######## spi_word_slave ########
spi_word_slave/class_map.png
Scale bar: 20 µm.
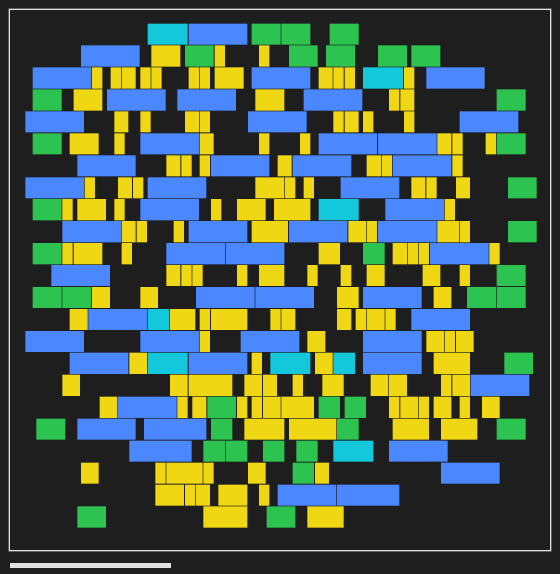

[src/rtl/spi_word_slave.sv]
// SPI word slave: synchronised pins, all four modes, selectable bit order.
// Holding register feeds tx; IDLE_WORD and a sticky underrun when it is empty.
`timescale 1ns/1ps
module spi_word_slave #(
  parameter int WIDTH = 8,
  parameter int CPOL = 0,
  parameter int CPHA = 0,
  parameter int MSB_FIRST = 1,
  parameter int SYNC_STAGES = 2,
  parameter logic [WIDTH-1:0] IDLE_WORD = '1
) (
  input  logic             clk,
  input  logic             rst,
  input  logic             spi_clk,
  input  logic             spi_cs_n,
  input  logic             mosi,
  output logic             miso,
  output logic             miso_oe,
  output logic [WIDTH-1:0] rx_data,
  output logic             rx_valid,
  input  logic [WIDTH-1:0] tx_data,
  input  logic             tx_load,
  output logic             tx_ready,
  output logic             tx_underrun,
  output logic             frame_active
);

  localparam int CW = $clog2(WIDTH);
  localparam int S = SYNC_STAGES;
  localparam logic CPOL_B = (CPOL != 0);
  localparam logic CPHA_B = (CPHA != 0);
  localparam logic MSB_B = (MSB_FIRST != 0);
  localparam logic [CW-1:0] LAST = CW'(WIDTH - 1);
  localparam logic [2:0] FLUSH = 3'(S + 1);

  logic [S-1:0] sclk_sync_q, sclk_sync_d;
  logic [S-1:0] cs_sync_q, cs_sync_d;
  logic [S-1:0] mosi_sync_q, mosi_sync_d;
  logic sclk_prev_q, sclk_prev_d;
  logic cs_prev_q, cs_prev_d;
  logic [2:0] flush_q, flush_d;
  logic armed_q, armed_d;
  logic frame_q, frame_d;
  logic [CW-1:0] cnt_q, cnt_d;
  logic [WIDTH-1:0] rx_sh_q, rx_sh_d;
  logic [WIDTH-1:0] tx_sh_q, tx_sh_d;
  logic [WIDTH-1:0] hold_q, hold_d;
  logic [WIDTH-1:0] rx_data_q, rx_data_d;
  logic hold_full_q, hold_full_d;
  logic under_q, under_d;
  logic done_q, done_d;
  logic rx_valid_q, rx_valid_d;

  logic sclk_s, cs_s, mosi_s;
  logic rise, fall, lead, trail;
  logic sample_e, shift_e, cs_fall;
  logic flushed, act, reload, tx_bit;

  assign sclk_s = sclk_sync_q[S-1];
  assign cs_s = cs_sync_q[S-1];
  assign mosi_s = mosi_sync_q[S-1];
  assign rise = sclk_s & ~sclk_prev_q;
  assign fall = ~sclk_s & sclk_prev_q;
  assign lead = CPOL_B ? fall : rise;
  assign trail = CPOL_B ? rise : fall;
  assign sample_e = CPHA_B ? trail : lead;
  assign shift_e = CPHA_B ? lead : trail;
  assign cs_fall = ~cs_s & cs_prev_q;
  // Pins are trusted only once the chains hold sampled values.
  assign flushed = (flush_q == FLUSH);
  assign act = frame_q & ~cs_s;
  assign tx_bit = MSB_B ? tx_sh_q[WIDTH-1] : tx_sh_q[0];

  always_comb begin
    sclk_sync_d = {sclk_sync_q[S-2:0], spi_clk};
    cs_sync_d = {cs_sync_q[S-2:0], spi_cs_n};
    mosi_sync_d = {mosi_sync_q[S-2:0], mosi};
    sclk_prev_d = sclk_s;
    cs_prev_d = cs_s;
    flush_d = flushed ? flush_q : flush_q + 3'd1;
    armed_d = armed_q | (flushed & cs_s);
    frame_d = ~cs_s & (frame_q | (cs_fall & armed_q));
    cnt_d = cnt_q;
    rx_sh_d = rx_sh_q;
    tx_sh_d = tx_sh_q;
    hold_d = hold_q;
    hold_full_d = hold_full_q;
    under_d = under_q;
    done_d = 1'b0;
    rx_valid_d = done_q;
    rx_data_d = done_q ? rx_sh_q : rx_data_q;
    reload = cs_fall & armed_q;
    if (act) begin
      if (sample_e) begin
        rx_sh_d = MSB_B ? {rx_sh_q[WIDTH-2:0], mosi_s}
                        : {mosi_s, rx_sh_q[WIDTH-1:1]};
        if (cnt_q == LAST) begin
          cnt_d = '0;
          done_d = 1'b1;
          reload = 1'b1;
        end else begin
          cnt_d = cnt_q + CW'(1);
        end
      end else if (shift_e && cnt_q != '0) begin
        tx_sh_d = MSB_B ? {tx_sh_q[WIDTH-2:0], 1'b0}
                        : {1'b0, tx_sh_q[WIDTH-1:1]};
      end
    end else begin
      cnt_d = '0;
    end
    if (reload) begin
      if (hold_full_q) begin
        tx_sh_d = hold_q;
        hold_full_d = 1'b0;
      end else begin
        tx_sh_d = IDLE_WORD;
        under_d = 1'b1;
      end
    end
    // A load racing an empty reload is kept for the following word.
    if (tx_load && !hold_full_q) begin
      hold_d = tx_data;
      hold_full_d = 1'b1;
      if (!reload) under_d = 1'b0;
    end
  end

  always_ff @(posedge clk) begin
    if (rst) begin
      sclk_sync_q <= {S{CPOL_B}};
      cs_sync_q <= '1;
      mosi_sync_q <= '0;
      sclk_prev_q <= CPOL_B;
      cs_prev_q <= 1'b1;
      flush_q <= '0;
      armed_q <= 1'b0;
      frame_q <= 1'b0;
      cnt_q <= '0;
      rx_sh_q <= '0;
      tx_sh_q <= '0;
      hold_q <= '0;
      rx_data_q <= '0;
      hold_full_q <= 1'b0;
      under_q <= 1'b0;
      done_q <= 1'b0;
      rx_valid_q <= 1'b0;
    end else begin
      sclk_sync_q <= sclk_sync_d;
      cs_sync_q <= cs_sync_d;
      mosi_sync_q <= mosi_sync_d;
      sclk_prev_q <= sclk_prev_d;
      cs_prev_q <= cs_prev_d;
      flush_q <= flush_d;
      armed_q <= armed_d;
      frame_q <= frame_d;
      cnt_q <= cnt_d;
      rx_sh_q <= rx_sh_d;
      tx_sh_q <= tx_sh_d;
      hold_q <= hold_d;
      rx_data_q <= rx_data_d;
      hold_full_q <= hold_full_d;
      under_q <= under_d;
      done_q <= done_d;
      rx_valid_q <= rx_valid_d;
    end
  end

  assign miso = frame_q & tx_bit;
  assign miso_oe = frame_q;
  assign frame_active = frame_q;
  assign rx_data = rx_data_q;
  assign rx_valid = rx_valid_q;
  assign tx_ready = ~hold_full_q;
  assign tx_underrun = under_q;

endmodule

[config.mk]
export PLATFORM = sky130hd
export DESIGN_NAME = spi_word_slave
export DESIGN_NICKNAME = d
export VERILOG_FILES = /design/src/rtl/spi_word_slave.sv
export SDC_FILE = /design/constraint.sdc
export NUM_CORES = 1
export LEC_CHECK = 0
export CAP_MARGIN = 30
export CORE_MARGIN = 1.5
export CORE_UTILIZATION = 47
export DETAILED_ROUTE_END_ITERATION = 8
export PLACE_DENSITY = 0.73
export SLEW_MARGIN = 20
export SYNTH_ARGS = -nofsm -noshare
export SYNTH_HDL_FRONTEND = slang
export SYNTH_SLANG_ARGS = --single-unit
export TNS_END_PERCENT = 50
[constraint.sdc]
create_clock -name clk -period 1.8 [get_ports clk]
set_input_delay 0.27 -clock clk [delete_from_list [all_inputs] [get_ports clk]]
set_output_delay 0.27 -clock clk [all_outputs]
set_load 0.01 [all_outputs]
######## demux12_router ########
==> src/rtl/demux12_router.sv <==
// demux12_router: 1-to-2 valid/ready demultiplexer with a one-entry holding
// register per output channel and a wrapping transfer counter per channel.
module demux12_router #(
    parameter int WIDTH = 4,
    parameter int CNT_W = 8
) (
    input  logic             clk,
    input  logic             rst_n,
    input  logic             in_valid,
    output logic             in_ready,
    input  logic [WIDTH-1:0] in_data,
    input  logic             in_select,
    output logic             out0_valid,
    input  logic             out0_ready,
    output logic [WIDTH-1:0] out0_data,
    output logic             out1_valid,
    input  logic             out1_ready,
    output logic [WIDTH-1:0] out1_data,
    output logic [CNT_W-1:0] cnt0,
    output logic [CNT_W-1:0] cnt1
);

    typedef enum logic {
        EMPTY = 1'b0,
        FULL  = 1'b1
    } chan_state_t;

    chan_state_t      state0;
    chan_state_t      state1;
    logic [WIDTH-1:0] data0;
    logic [WIDTH-1:0] data1;
    logic [CNT_W-1:0] count0;
    logic [CNT_W-1:0] count1;

    logic in_xfer;
    logic load0;
    logic load1;
    logic drain0;
    logic drain1;

    // Valid comes straight from the channel state, so it never sees a ready input.
    assign out0_valid = (state0 == FULL);
    assign out1_valid = (state1 == FULL);
    assign out0_data  = data0;
    assign out1_data  = data1;
    assign cnt0       = count0;
    assign cnt1       = count1;

    always_comb begin
        in_ready = 1'b0;
        if (in_select) begin
            in_ready = !out1_valid || out1_ready;
        end else begin
            in_ready = !out0_valid || out0_ready;
        end
    end

    assign in_xfer = in_valid && in_ready;
    assign load0   = in_xfer && !in_select;
    assign load1   = in_xfer && in_select;
    assign drain0  = out0_valid && out0_ready;
    assign drain1  = out1_valid && out1_ready;

    always_ff @(posedge clk or negedge rst_n) begin
        if (!rst_n) begin
            state0 <= EMPTY;
            data0  <= '0;
            count0 <= '0;
        end else begin
            case (state0)
                EMPTY: begin
                    if (load0) begin
                        state0 <= FULL;
                        data0  <= in_data;
                    end
                end
                FULL: begin
                    // A drain and a load in the same cycle keeps the channel full with the new word.
                    if (load0) begin
                        data0 <= in_data;
                    end else if (drain0) begin
                        state0 <= EMPTY;
                    end
                end
                default: state0 <= EMPTY;
            endcase
            if (drain0) begin
                count0 <= count0 + 1'b1;
            end
        end
    end

    always_ff @(posedge clk or negedge rst_n) begin
        if (!rst_n) begin
            state1 <= EMPTY;
            data1  <= '0;
            count1 <= '0;
        end else begin
            case (state1)
                EMPTY: begin
                    if (load1) begin
                        state1 <= FULL;
                        data1  <= in_data;
                    end
                end
                FULL: begin
                    if (load1) begin
                        data1 <= in_data;
                    end else if (drain1) begin
                        state1 <= EMPTY;
                    end
                end
                default: state1 <= EMPTY;
            endcase
            if (drain1) begin
                count1 <= count1 + 1'b1;
            end
        end
    end

endmodule

==> config.mk <==
export PLATFORM = sky130hd
export DESIGN_NAME = demux12_router
export DESIGN_NICKNAME = d
export VERILOG_FILES = /design/src/rtl/demux12_router.sv
export SDC_FILE = /design/constraint.sdc
export NUM_CORES = 1
export LEC_CHECK = 0
export ABC_CLOCK_PERIOD_IN_PS = 1550
export CAP_MARGIN = 20
export CORE_ASPECT_RATIO = 1.25
export CORE_MARGIN = 3
export CORE_UTILIZATION = 38
export DETAILED_ROUTE_END_ITERATION = 12
export HOLD_SLACK_MARGIN = 0.05
export PLACE_DENSITY_LB_ADDON = 0.12
export SYNTH_ARGS = -nofsm -noshare
export SYNTH_HDL_FRONTEND = slang
export SYNTH_SLANG_ARGS = --single-unit
==> constraint.sdc <==
create_clock -name clk -period 1.55 [get_ports clk]
set_input_delay 0.3875 -clock clk [delete_from_list [all_inputs] [get_ports clk]]
set_output_delay 0.3875 -clock clk [all_outputs]
set_load 0.005 [all_outputs]
######## psum_reduce_ctrl ########
**src/rtl/psum_reduce_ctrl_pkg.sv**
```systemverilog
// Shared constants and FSM state type for the partial-sum reduction controller.
package psum_pkg;

    localparam int unsigned LANES = 8;
    localparam int unsigned IN_W  = 11;
    localparam int unsigned SUM_W = 16;
    localparam int unsigned ACC_W = 24;
    localparam int unsigned CNT_W = 8;

    typedef enum logic [1:0] {
        IDLE,
        ACCUM,
        FLUSH,
        HOLD
    } state_e;

endpackage

```
**src/rtl/psum_reduce_ctrl_sum_tree8.sv**
```systemverilog
// Combinational 8-lane unsigned adder tree: three pairwise levels, zero-extended to SUM_W.
module sum_tree8
    import psum_pkg::*;
#(
    parameter int unsigned IN_W  = psum_pkg::IN_W,
    parameter int unsigned SUM_W = psum_pkg::SUM_W
) (
    input  logic [8*IN_W-1:0] lanes,
    output logic [SUM_W-1:0]  sum
);

    logic [IN_W:0]   lvl1 [4];
    logic [IN_W+1:0] lvl2 [2];
    logic [IN_W+2:0] lvl3;

    always_comb begin
        for (int unsigned i = 0; i < 4; i++) begin
            lvl1[i] = {1'b0, lanes[IN_W*(2*i) +: IN_W]}
                    + {1'b0, lanes[IN_W*(2*i+1) +: IN_W]};
        end
        for (int unsigned i = 0; i < 2; i++) begin
            lvl2[i] = {1'b0, lvl1[2*i]} + {1'b0, lvl1[2*i+1]};
        end
        lvl3 = {1'b0, lvl2[0]} + {1'b0, lvl2[1]};
        sum  = SUM_W'(lvl3);
    end

endmodule

```
**src/rtl/psum_reduce_ctrl.sv**
```systemverilog
// Beat sequencer: reduces each 8-lane beat through a registered tree stage,
// accumulates a configurable number of beats, and holds the result on a valid/ready port.
module psum_reduce_ctrl
    import psum_pkg::*;
#(
    parameter int unsigned LANES = psum_pkg::LANES,
    parameter int unsigned IN_W  = psum_pkg::IN_W,
    parameter int unsigned SUM_W = psum_pkg::SUM_W,
    parameter int unsigned ACC_W = psum_pkg::ACC_W,
    parameter int unsigned CNT_W = psum_pkg::CNT_W
) (
    input  logic                  clk,
    input  logic                  rst_n,
    input  logic [CNT_W-1:0]      cfg_beats,
    input  logic                  in_valid,
    output logic                  in_ready,
    input  logic [LANES*IN_W-1:0] in_data,
    output logic                  out_valid,
    input  logic                  out_ready,
    output logic [ACC_W-1:0]      out_sum,
    output logic                  out_ovf,
    output logic                  busy
);

    state_e             state_q, state_d;
    logic [CNT_W-1:0]   cnt_q, cnt_d;
    logic [CNT_W-1:0]   tgt_q, tgt_d;
    logic               s1_vld_q, s1_vld_d;
    logic [SUM_W-1:0]   s1_sum_q, s1_sum_d;
    logic [ACC_W-1:0]   acc_q, acc_d;
    logic               ovf_q, ovf_d;
    logic               out_valid_q, out_valid_d;

    logic [SUM_W-1:0]   tree_sum;
    logic               accept;
    logic [ACC_W:0]     add_w;
    logic [CNT_W-1:0]   cfg_eff;
    logic [CNT_W-1:0]   cnt_inc;

    sum_tree8 #(
        .IN_W  (IN_W),
        .SUM_W (SUM_W)
    ) u_tree (
        .lanes (in_data),
        .sum   (tree_sum)
    );

    // Ready depends only on registered state (and reset), never on in_valid/out_ready.
    assign in_ready = rst_n && ((state_q == IDLE) || (state_q == ACCUM));
    assign accept   = in_valid && in_ready;

    always_comb begin
        state_d  = state_q;
        cnt_d    = cnt_q;
        tgt_d    = tgt_q;
        acc_d    = acc_q;
        ovf_d    = ovf_q;
        s1_vld_d = accept;
        s1_sum_d = accept ? tree_sum : s1_sum_q;
        add_w    = {1'b0, acc_q} + (ACC_W+1)'(s1_sum_q);
        cfg_eff  = (cfg_beats == '0) ? CNT_W'(1) : cfg_beats;
        cnt_inc  = cnt_q + 1'b1;

        if (s1_vld_q) begin
            acc_d = add_w[ACC_W-1:0];
            ovf_d = ovf_q | add_w[ACC_W];
        end

        case (state_q)
            IDLE: begin
                acc_d = '0;
                if (accept) begin
                    tgt_d   = cfg_eff;
                    cnt_d   = CNT_W'(1);
                    ovf_d   = 1'b0;
                    state_d = (cfg_eff == CNT_W'(1)) ? FLUSH : ACCUM;
                end
            end
            ACCUM: begin
                if (accept) begin
                    cnt_d = cnt_inc;
                    if (cnt_inc == tgt_q) begin
                        state_d = FLUSH;
                    end
                end
            end
            FLUSH: begin
                state_d = HOLD;
            end
            HOLD: begin
                if (out_ready) begin
                    state_d = IDLE;
                    acc_d   = '0;
                end
            end
            default: begin
                state_d = IDLE;
            end
        endcase

        out_valid_d = (state_d == HOLD);
    end

    always_ff @(posedge clk or negedge rst_n) begin
        if (!rst_n) begin
            state_q     <= IDLE;
            cnt_q       <= '0;
            tgt_q       <= '0;
            s1_vld_q    <= 1'b0;
            s1_sum_q    <= '0;
            acc_q       <= '0;
            ovf_q       <= 1'b0;
            out_valid_q <= 1'b0;
        end else begin
            state_q     <= state_d;
            cnt_q       <= cnt_d;
            tgt_q       <= tgt_d;
            s1_vld_q    <= s1_vld_d;
            s1_sum_q    <= s1_sum_d;
            acc_q       <= acc_d;
            ovf_q       <= ovf_d;
            out_valid_q <= out_valid_d;
        end
    end

    assign out_valid = out_valid_q;
    assign out_sum   = acc_q;
    assign out_ovf   = ovf_q;
    assign busy      = (state_q != IDLE);

endmodule

```
**config.mk**
```make
export PLATFORM = sky130hd
export DESIGN_NAME = psum_reduce_ctrl
export DESIGN_NICKNAME = d
export VERILOG_FILES = /design/src/rtl/psum_reduce_ctrl_pkg.sv /design/src/rtl/psum_reduce_ctrl_sum_tree8.sv /design/src/rtl/psum_reduce_ctrl.sv
export SDC_FILE = /design/constraint.sdc
export NUM_CORES = 1
export LEC_CHECK = 0
export ABC_AREA = 1
export CELL_PAD_IN_SITES_DETAIL_PLACEMENT = 0
export CELL_PAD_IN_SITES_GLOBAL_PLACEMENT = 1
export CORE_ASPECT_RATIO = 0.5
export CORE_MARGIN = 3
export CORE_UTILIZATION = 38
export DETAILED_ROUTE_END_ITERATION = 10
export PLACE_DENSITY = 0.93
export SLEW_MARGIN = 20
export SYNTH_ARGS = -nofsm -noshare
export SYNTH_HDL_FRONTEND = slang
export SYNTH_SLANG_ARGS = --single-unit
```
**constraint.sdc**
```tcl
create_clock -name clk -period 2.7 [get_ports clk]
set_clock_uncertainty 0.05 [all_clocks]
set_input_delay 0.54 -clock clk [delete_from_list [all_inputs] [get_ports clk]]
set_output_delay 0.54 -clock clk [all_outputs]
set_load 0.02 [all_outputs]
```

## Gallery

Clock network drawn from the DEF.
panel A
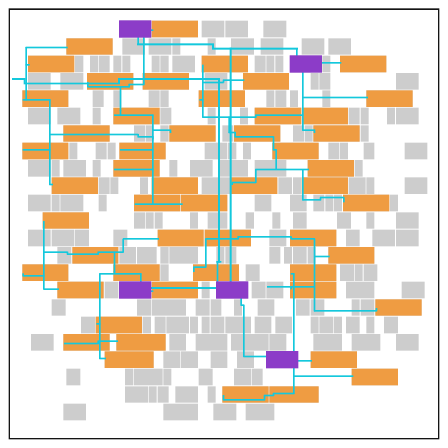
panel B
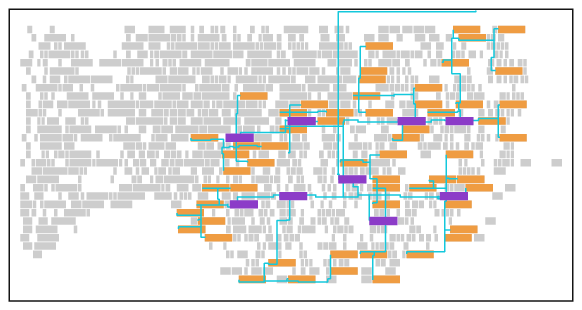
panel C
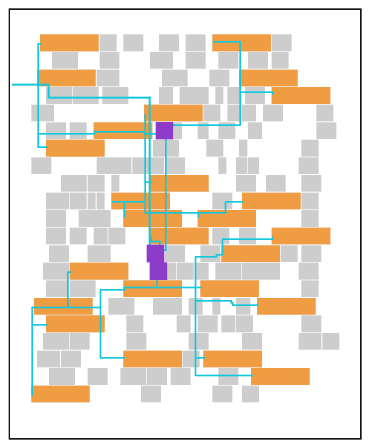
panel B: psum_reduce_ctrl
panel C: demux12_router
panel A: spi_word_slave

spi_word_slave/m1.png
Supply wires on this layer in gray. Cells faint in the background.
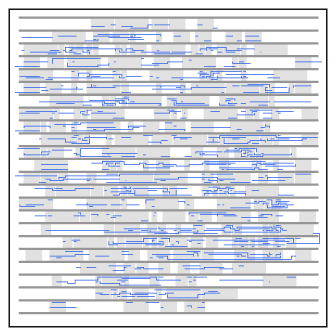
The layer holds 46% of the routed length. The layer carries 1,700 µm of wire.

Notes on spi_word_slave/class_map.png above:
Cyan shows clock drivers and dummy loads, cells 8, share of their area 4.1%. Blue shows registers, cells 52, share of their area 44%. Green shows remaining buffers and delay cells, cells 37, share of their area 15%. Yellow shows remaining logic cells, cells 148, share of their area 37%.
floorplan core area: 3970 µm²
final cell utilization of the core: 60.8%
register fraction of the total cell area: 43.2%
Core Rows: 23

==> impl_metrics.py, spi_word_slave <==
# Metrics from the implementation run
metrics = {
    "status": {
        "status": "finished, final reports clean",
    },
    "critical_path": {
        "critPathMaxStageDelay_ns": 0.44,
        "cp_num_cells": 6,
        "timing.reg2reg.setup_slack_ns": 0.07,
        "crit_arrival_ns": 1.97,
        "source_of_the_critical_timing_path": "cnt_q[1]",
        "crit_buf_inv": 0,
        "cpMostUsedCell": "sky130_fd_sc_hd__ha_2",
    },
    "clock_network": {
        "cts_htree_levels": 2,
        "max-clock-path-buffers": 2,
        "cts-buffers-inserted": 5,
        "cts.repair.resized": 1,
        "cts_tree": "built",
    },
    "routing": {
        "via_per_inst": 5.00,
        "via_count": 1475,
        "top_layer": "met4",
        "drtIter0Drc": 85,
        "avgRoutedWirePerCell_um": 12.6,
    },
    "power_and_ir_drop": {
        "total_power_mw": 2.04,
        "clock_net_power_mw": 0.684,
        "top_power_group": "sequential cells",
        "pwr_density_cell_nw_per_um2": 846,
        "seq_power_mw": 1.21,
    },
    "final_layout": {
        "area_growth_pct": 25.9,
        "layout_top_cell_excl_fill_tap": "sky130_fd_sc_hd__dfxtp_1",
    },
    "logic_synthesis": {
        "synth.mux.area_fraction_pct": 5.74,
        "top_area_share_pct": 54.2,
        "postSynth.topFlopCell": "sky130_fd_sc_hd__dfxtp_1",
        "most_numerous_cell_in_the_yosys_netlist": "sky130_fd_sc_hd__dfxtp_1",
        "synth.top_cells.by_count": "sky130_fd_sc_hd__dfxtp_1 (52), sky130_fd_sc_hd__nand2_1 (36), sky130_fd_sc_hd__nor2_1 (20), sky130_fd_sc_hd__a21oi_1 (19), sky130_fd_sc_hd__o22ai_1 (14)",
        "total_standard_cell_area_after_synthesis_um2": 1920,
    },
    "place": {
        "place_area_um2": 2260,
    },
    "global_route": {
        "grtUsageMet1_pct": 21.6,
        "grt_start_max_net_pins": 40,
        "antenna_found_initial": 0,
    },
    "hold_path": {
        "hold_path_depth": 1,
    },
    "final_timing": {
        "rsz0062_at_grt": "false",
    },
    "floorplanning": {
        "chip_area_um2": 4480,
    },
}
spi_word_slave: state kept, by name, summed over array words and instances (netlist names), 2 cells and up:
name	cells
cnt_q	3
cs_sync_q	2
flush_q	3
hold_q	8
mosi_sync_q	2
rx_data	8
rx_sh_q	8
sclk_sync_q	2
tx_sh_q	8
spi_word_slave: area by class of cell:
cell class,instances,area (µm²),area share (%)
inverter,13,48.8,2.02
tap,50,62.6,2.59
sequential,52,1040,43.2
multi-input combinational,135,817,33.8
clock inverter,2,15.0,0.621
clock buffer,6,82.6,3.42
timing repair buffer,37,345,14.3
demux12_router/sizing.png
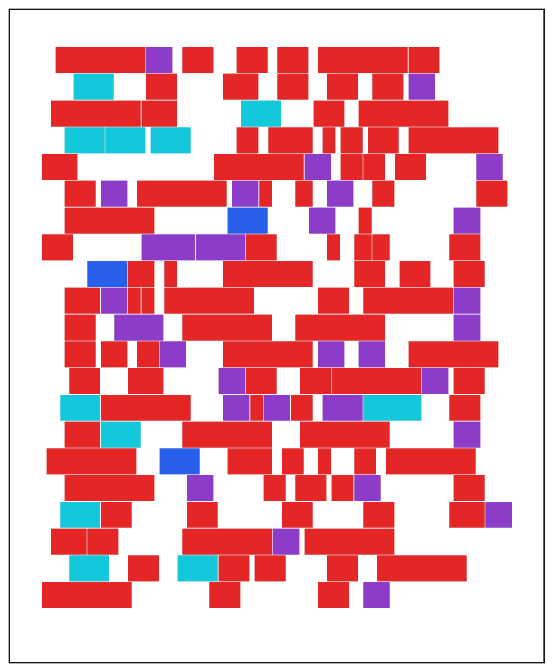
Purple shows x3 and x4, cells 29. Cyan shows x2, cells 11. Blue shows x6 and larger, cells 3. Red shows x1 and smaller, cells 101.

demux12_router/class_map.png
Scale bar: 20 µm.
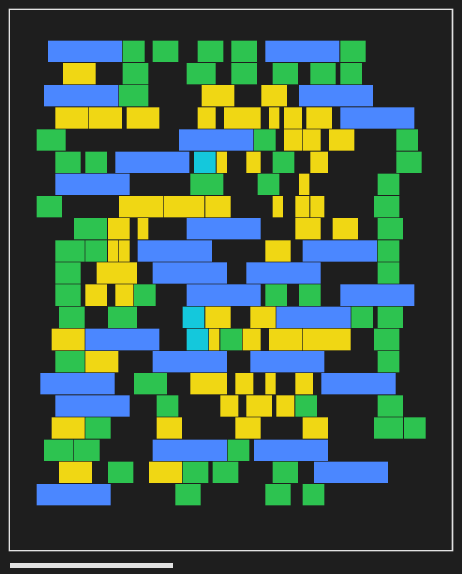
Yellow shows remaining logic cells, cells 55, share of their area 28%. Green shows remaining buffers and delay cells, cells 60, share of their area 31%. Blue shows registers, cells 26, share of their area 40%. Cyan shows clock-net drivers, cells 3, share of their area 1.4%.
Core Rows: 21
floorplan core area: 2730 µm²
final cell utilization of the core: 61.7%
design area: 1690 µm²
register fraction of the total cell area: 38.6%

==> impl_metrics.py, demux12_router <==
# Metrics from the implementation run
metrics = {
    "critical_path": {
        "critPathMaxStageDelay_ns": 0.40,
        "crit_buf_inv": 2,
        "timing.reg2reg.setup_slack_ns": 0.26,
    },
    "final_layout": {
        "fin_nets": 158,
        "layout.cells.non_filler": 178,
        "combAreaFraction_pct": 26.9,
    },
    "clock_network": {
        "path_clk_slew_ns": 0.13,
        "clockRootBuffer": "sky130_fd_sc_hd__clkbuf_4",
        "cts_sinks": 26,
    },
    "final_timing": {
        "layout_setup_ws_ns": -0.0796,
        "clock_skew_ns": 0.00325,
        "setup_viol": 1,
        "tightest_slew_ns": 0.339,
    },
    "routing": {
        "drc": 0,
        "drt_pass1_iterations": 2,
    },
    "logic_synthesis": {
        "most_numerous_cell_in_the_yosys_netlist": "sky130_fd_sc_hd__dfrtp_1",
        "synth.distinct_cells": 19,
        "fp_nets": 94,
    },
    "flow_run": {
        "cap_viol_max_count": 0,
    },
    "power_and_ir_drop": {
        "p_sw_share_pct": 29.8,
        "power.share.combinational_pct": 41.9,
        "leakage_nw": 0.864,
        "pwr_density_cell_nw_per_um2": 1240,
        "power.internal_mw": 1.47,
        "top_power_group": "sequential cells",
        "comb_power_mw": 0.879,
    },
    "global_route": {
        "grt.total_usage_pct": 14.0,
    },
    "status": {
        "violations": "negative setup slack",
        "status": "finished, violations left",
    },
}
## demux12_router: worst reg2reg max path, stage by stage (launching register included)
cell and delay, ns:
sky130_fd_sc_hd__dfrtp_1 0.42, sky130_fd_sc_hd__buf_6 0.13, sky130_fd_sc_hd__nand2b_4 0.06, sky130_fd_sc_hd__and2b_1 0.23
sky130_fd_sc_hd__mux2_2 0.36
## demux12_router: cell families after synthesis
group	count (synthesis)	share of synthesized area [%]
and+or+nand+nor	28	14.8
xor gates and xnor gates	14	11.8
buffers and inverters	1	1.02
muxes	11	11.2
adders and majority gates	2	2.26
DFF	26	58.9
psum_reduce_ctrl/sizing.png
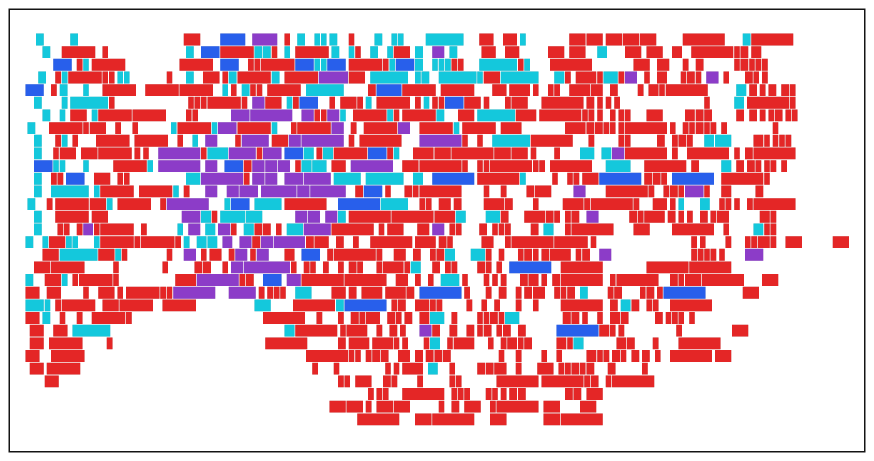
Cyan shows x2, cells 157. Blue shows x6 and larger, cells 29. Red shows x1 and smaller, cells 705. Purple shows x3 and x4, cells 68.

==> impl_metrics.py, psum_reduce_ctrl <==
# Metrics from the implementation run
metrics = {
    "logic_synthesis": {
        "yosys-dominant-comb-family": "adder cells",
        "total_standard_cell_area_after_synthesis_um2": 5980,
        "postSynth.topFlopCell": "sky130_fd_sc_hd__dfrtp_1",
        "syn_area_per_cell_um2": 7.63,
        "yosysWarningCount": 0,
        "cells_yosys": 784,
        "most_numerous_cell_in_the_yosys_netlist": "sky130_fd_sc_hd__inv_1",
        "synth_top_cell_by_area": "sky130_fd_sc_hd__dfrtp_1",
        "xor_share_pct": 1.17,
        "seq_area_frac_synth_pct": 24.7,
    },
    "floorplanning": {
        "chip_area_um2": 17400,
        "core_rows": 31,
        "die_w_um": 183,
        "taps": 198,
        "io-pin-count": 128,
    },
    "critical_path": {
        "critical_path.max_fanout": 4,
        "cpMostUsedCell": "sky130_fd_sc_hd__fa_1",
        "worstSetupEndpoint": "s1_sum_q[11]",
        "rr_worst_depth": 9,
    },
    "power_and_ir_drop": {
        "comb_power_mw": 8.24,
        "seq_power_mw": 1.43,
        "p_sw_share_pct": 46.5,
        "clock_power_share_pct": 9.5,
        "peakVddDrop_mv": 0.865,
    },
    "final_timing": {
        "layout_setup_ws_ns": -1.05,
        "setup_viol": 12,
    },
    "status": {
        "violations": "negative setup slack",
        "status": "finished, violations left",
    },
    "final_layout": {
        "multi_input_comb_area_um2": 4090,
        "clock_buffer_and_inverter_area_fraction_after_layout_pct": 3.15,
        "area_growth_pct": 39.4,
        "fin_nets": 1153,
        "signal_buffer_area_fraction_pct": 17.0,
    },
    "clock_network": {
        "max-clock-path-buffers": 2,
        "cts.repair.resized": 259,
    },
    "place": {
        "gp_congestion": 0.911,
    },
    "routing": {
        "route.final.wire_length_um": 14700,
        "drt_pass1_iterations": 5,
        "drc": 0,
        "via_per_inst": 4.68,
        "routed-wl-met2_um": 7510,
    },
    "global_route": {
        "grtUsageMet1_pct": 21.5,
    },
}
-- psum_reduce_ctrl: state kept, by name (all words and copies together), names as in the netlist --
register and count:
s1_vld_q 1, out_sum 24, out_ovf 1, s1_sum_q 14
state_q 2, cnt_q 8, tgt_q 8, out_valid 1
-- psum_reduce_ctrl: per-stage QoR --
stage | worst slack, ns | utilization, %
global placement | -1.84 | 52.6
global route | -1.17 | 55.9
detailed placement | -1.93 | 52.6
floorplan | -1.18 | -
finish | -1.05 | 55.9
CTS | -1.12 | 55.5


==> notes/layouts.md <==
Pictures saved along the way, in no particular order.

Clock routing.
image #1
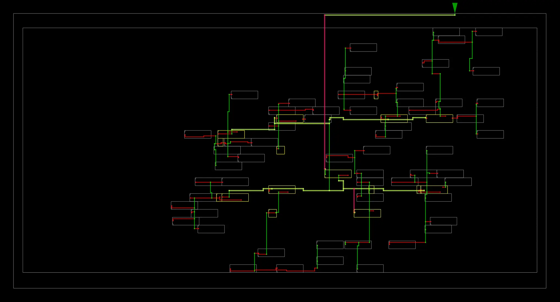
image #2
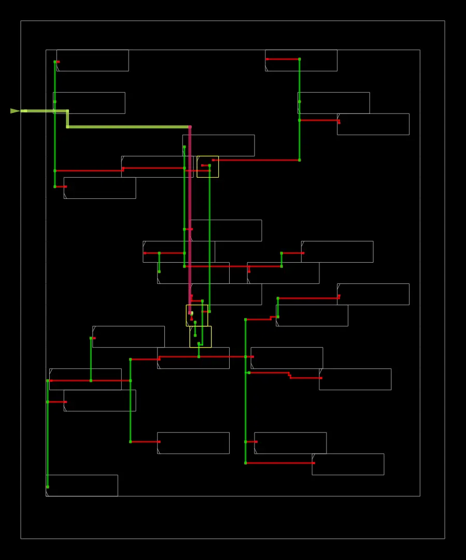
image #3
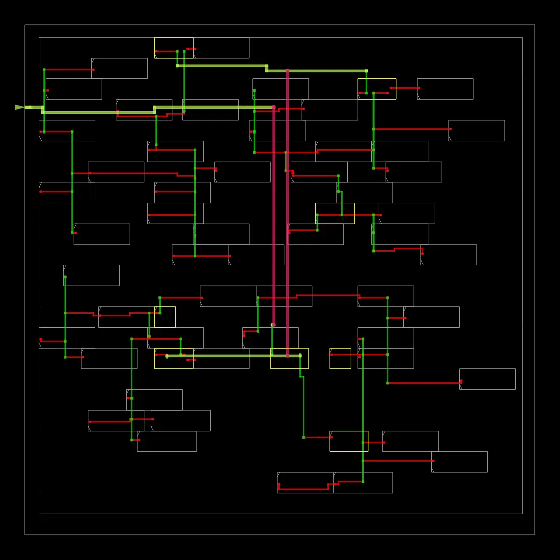
The one with the most clock buffers is image #1.
The one with the fewest sequential cells is image #2.
- spi_word_slave = image #3
- demux12_router = image #2
- psum_reduce_ctrl = image #1

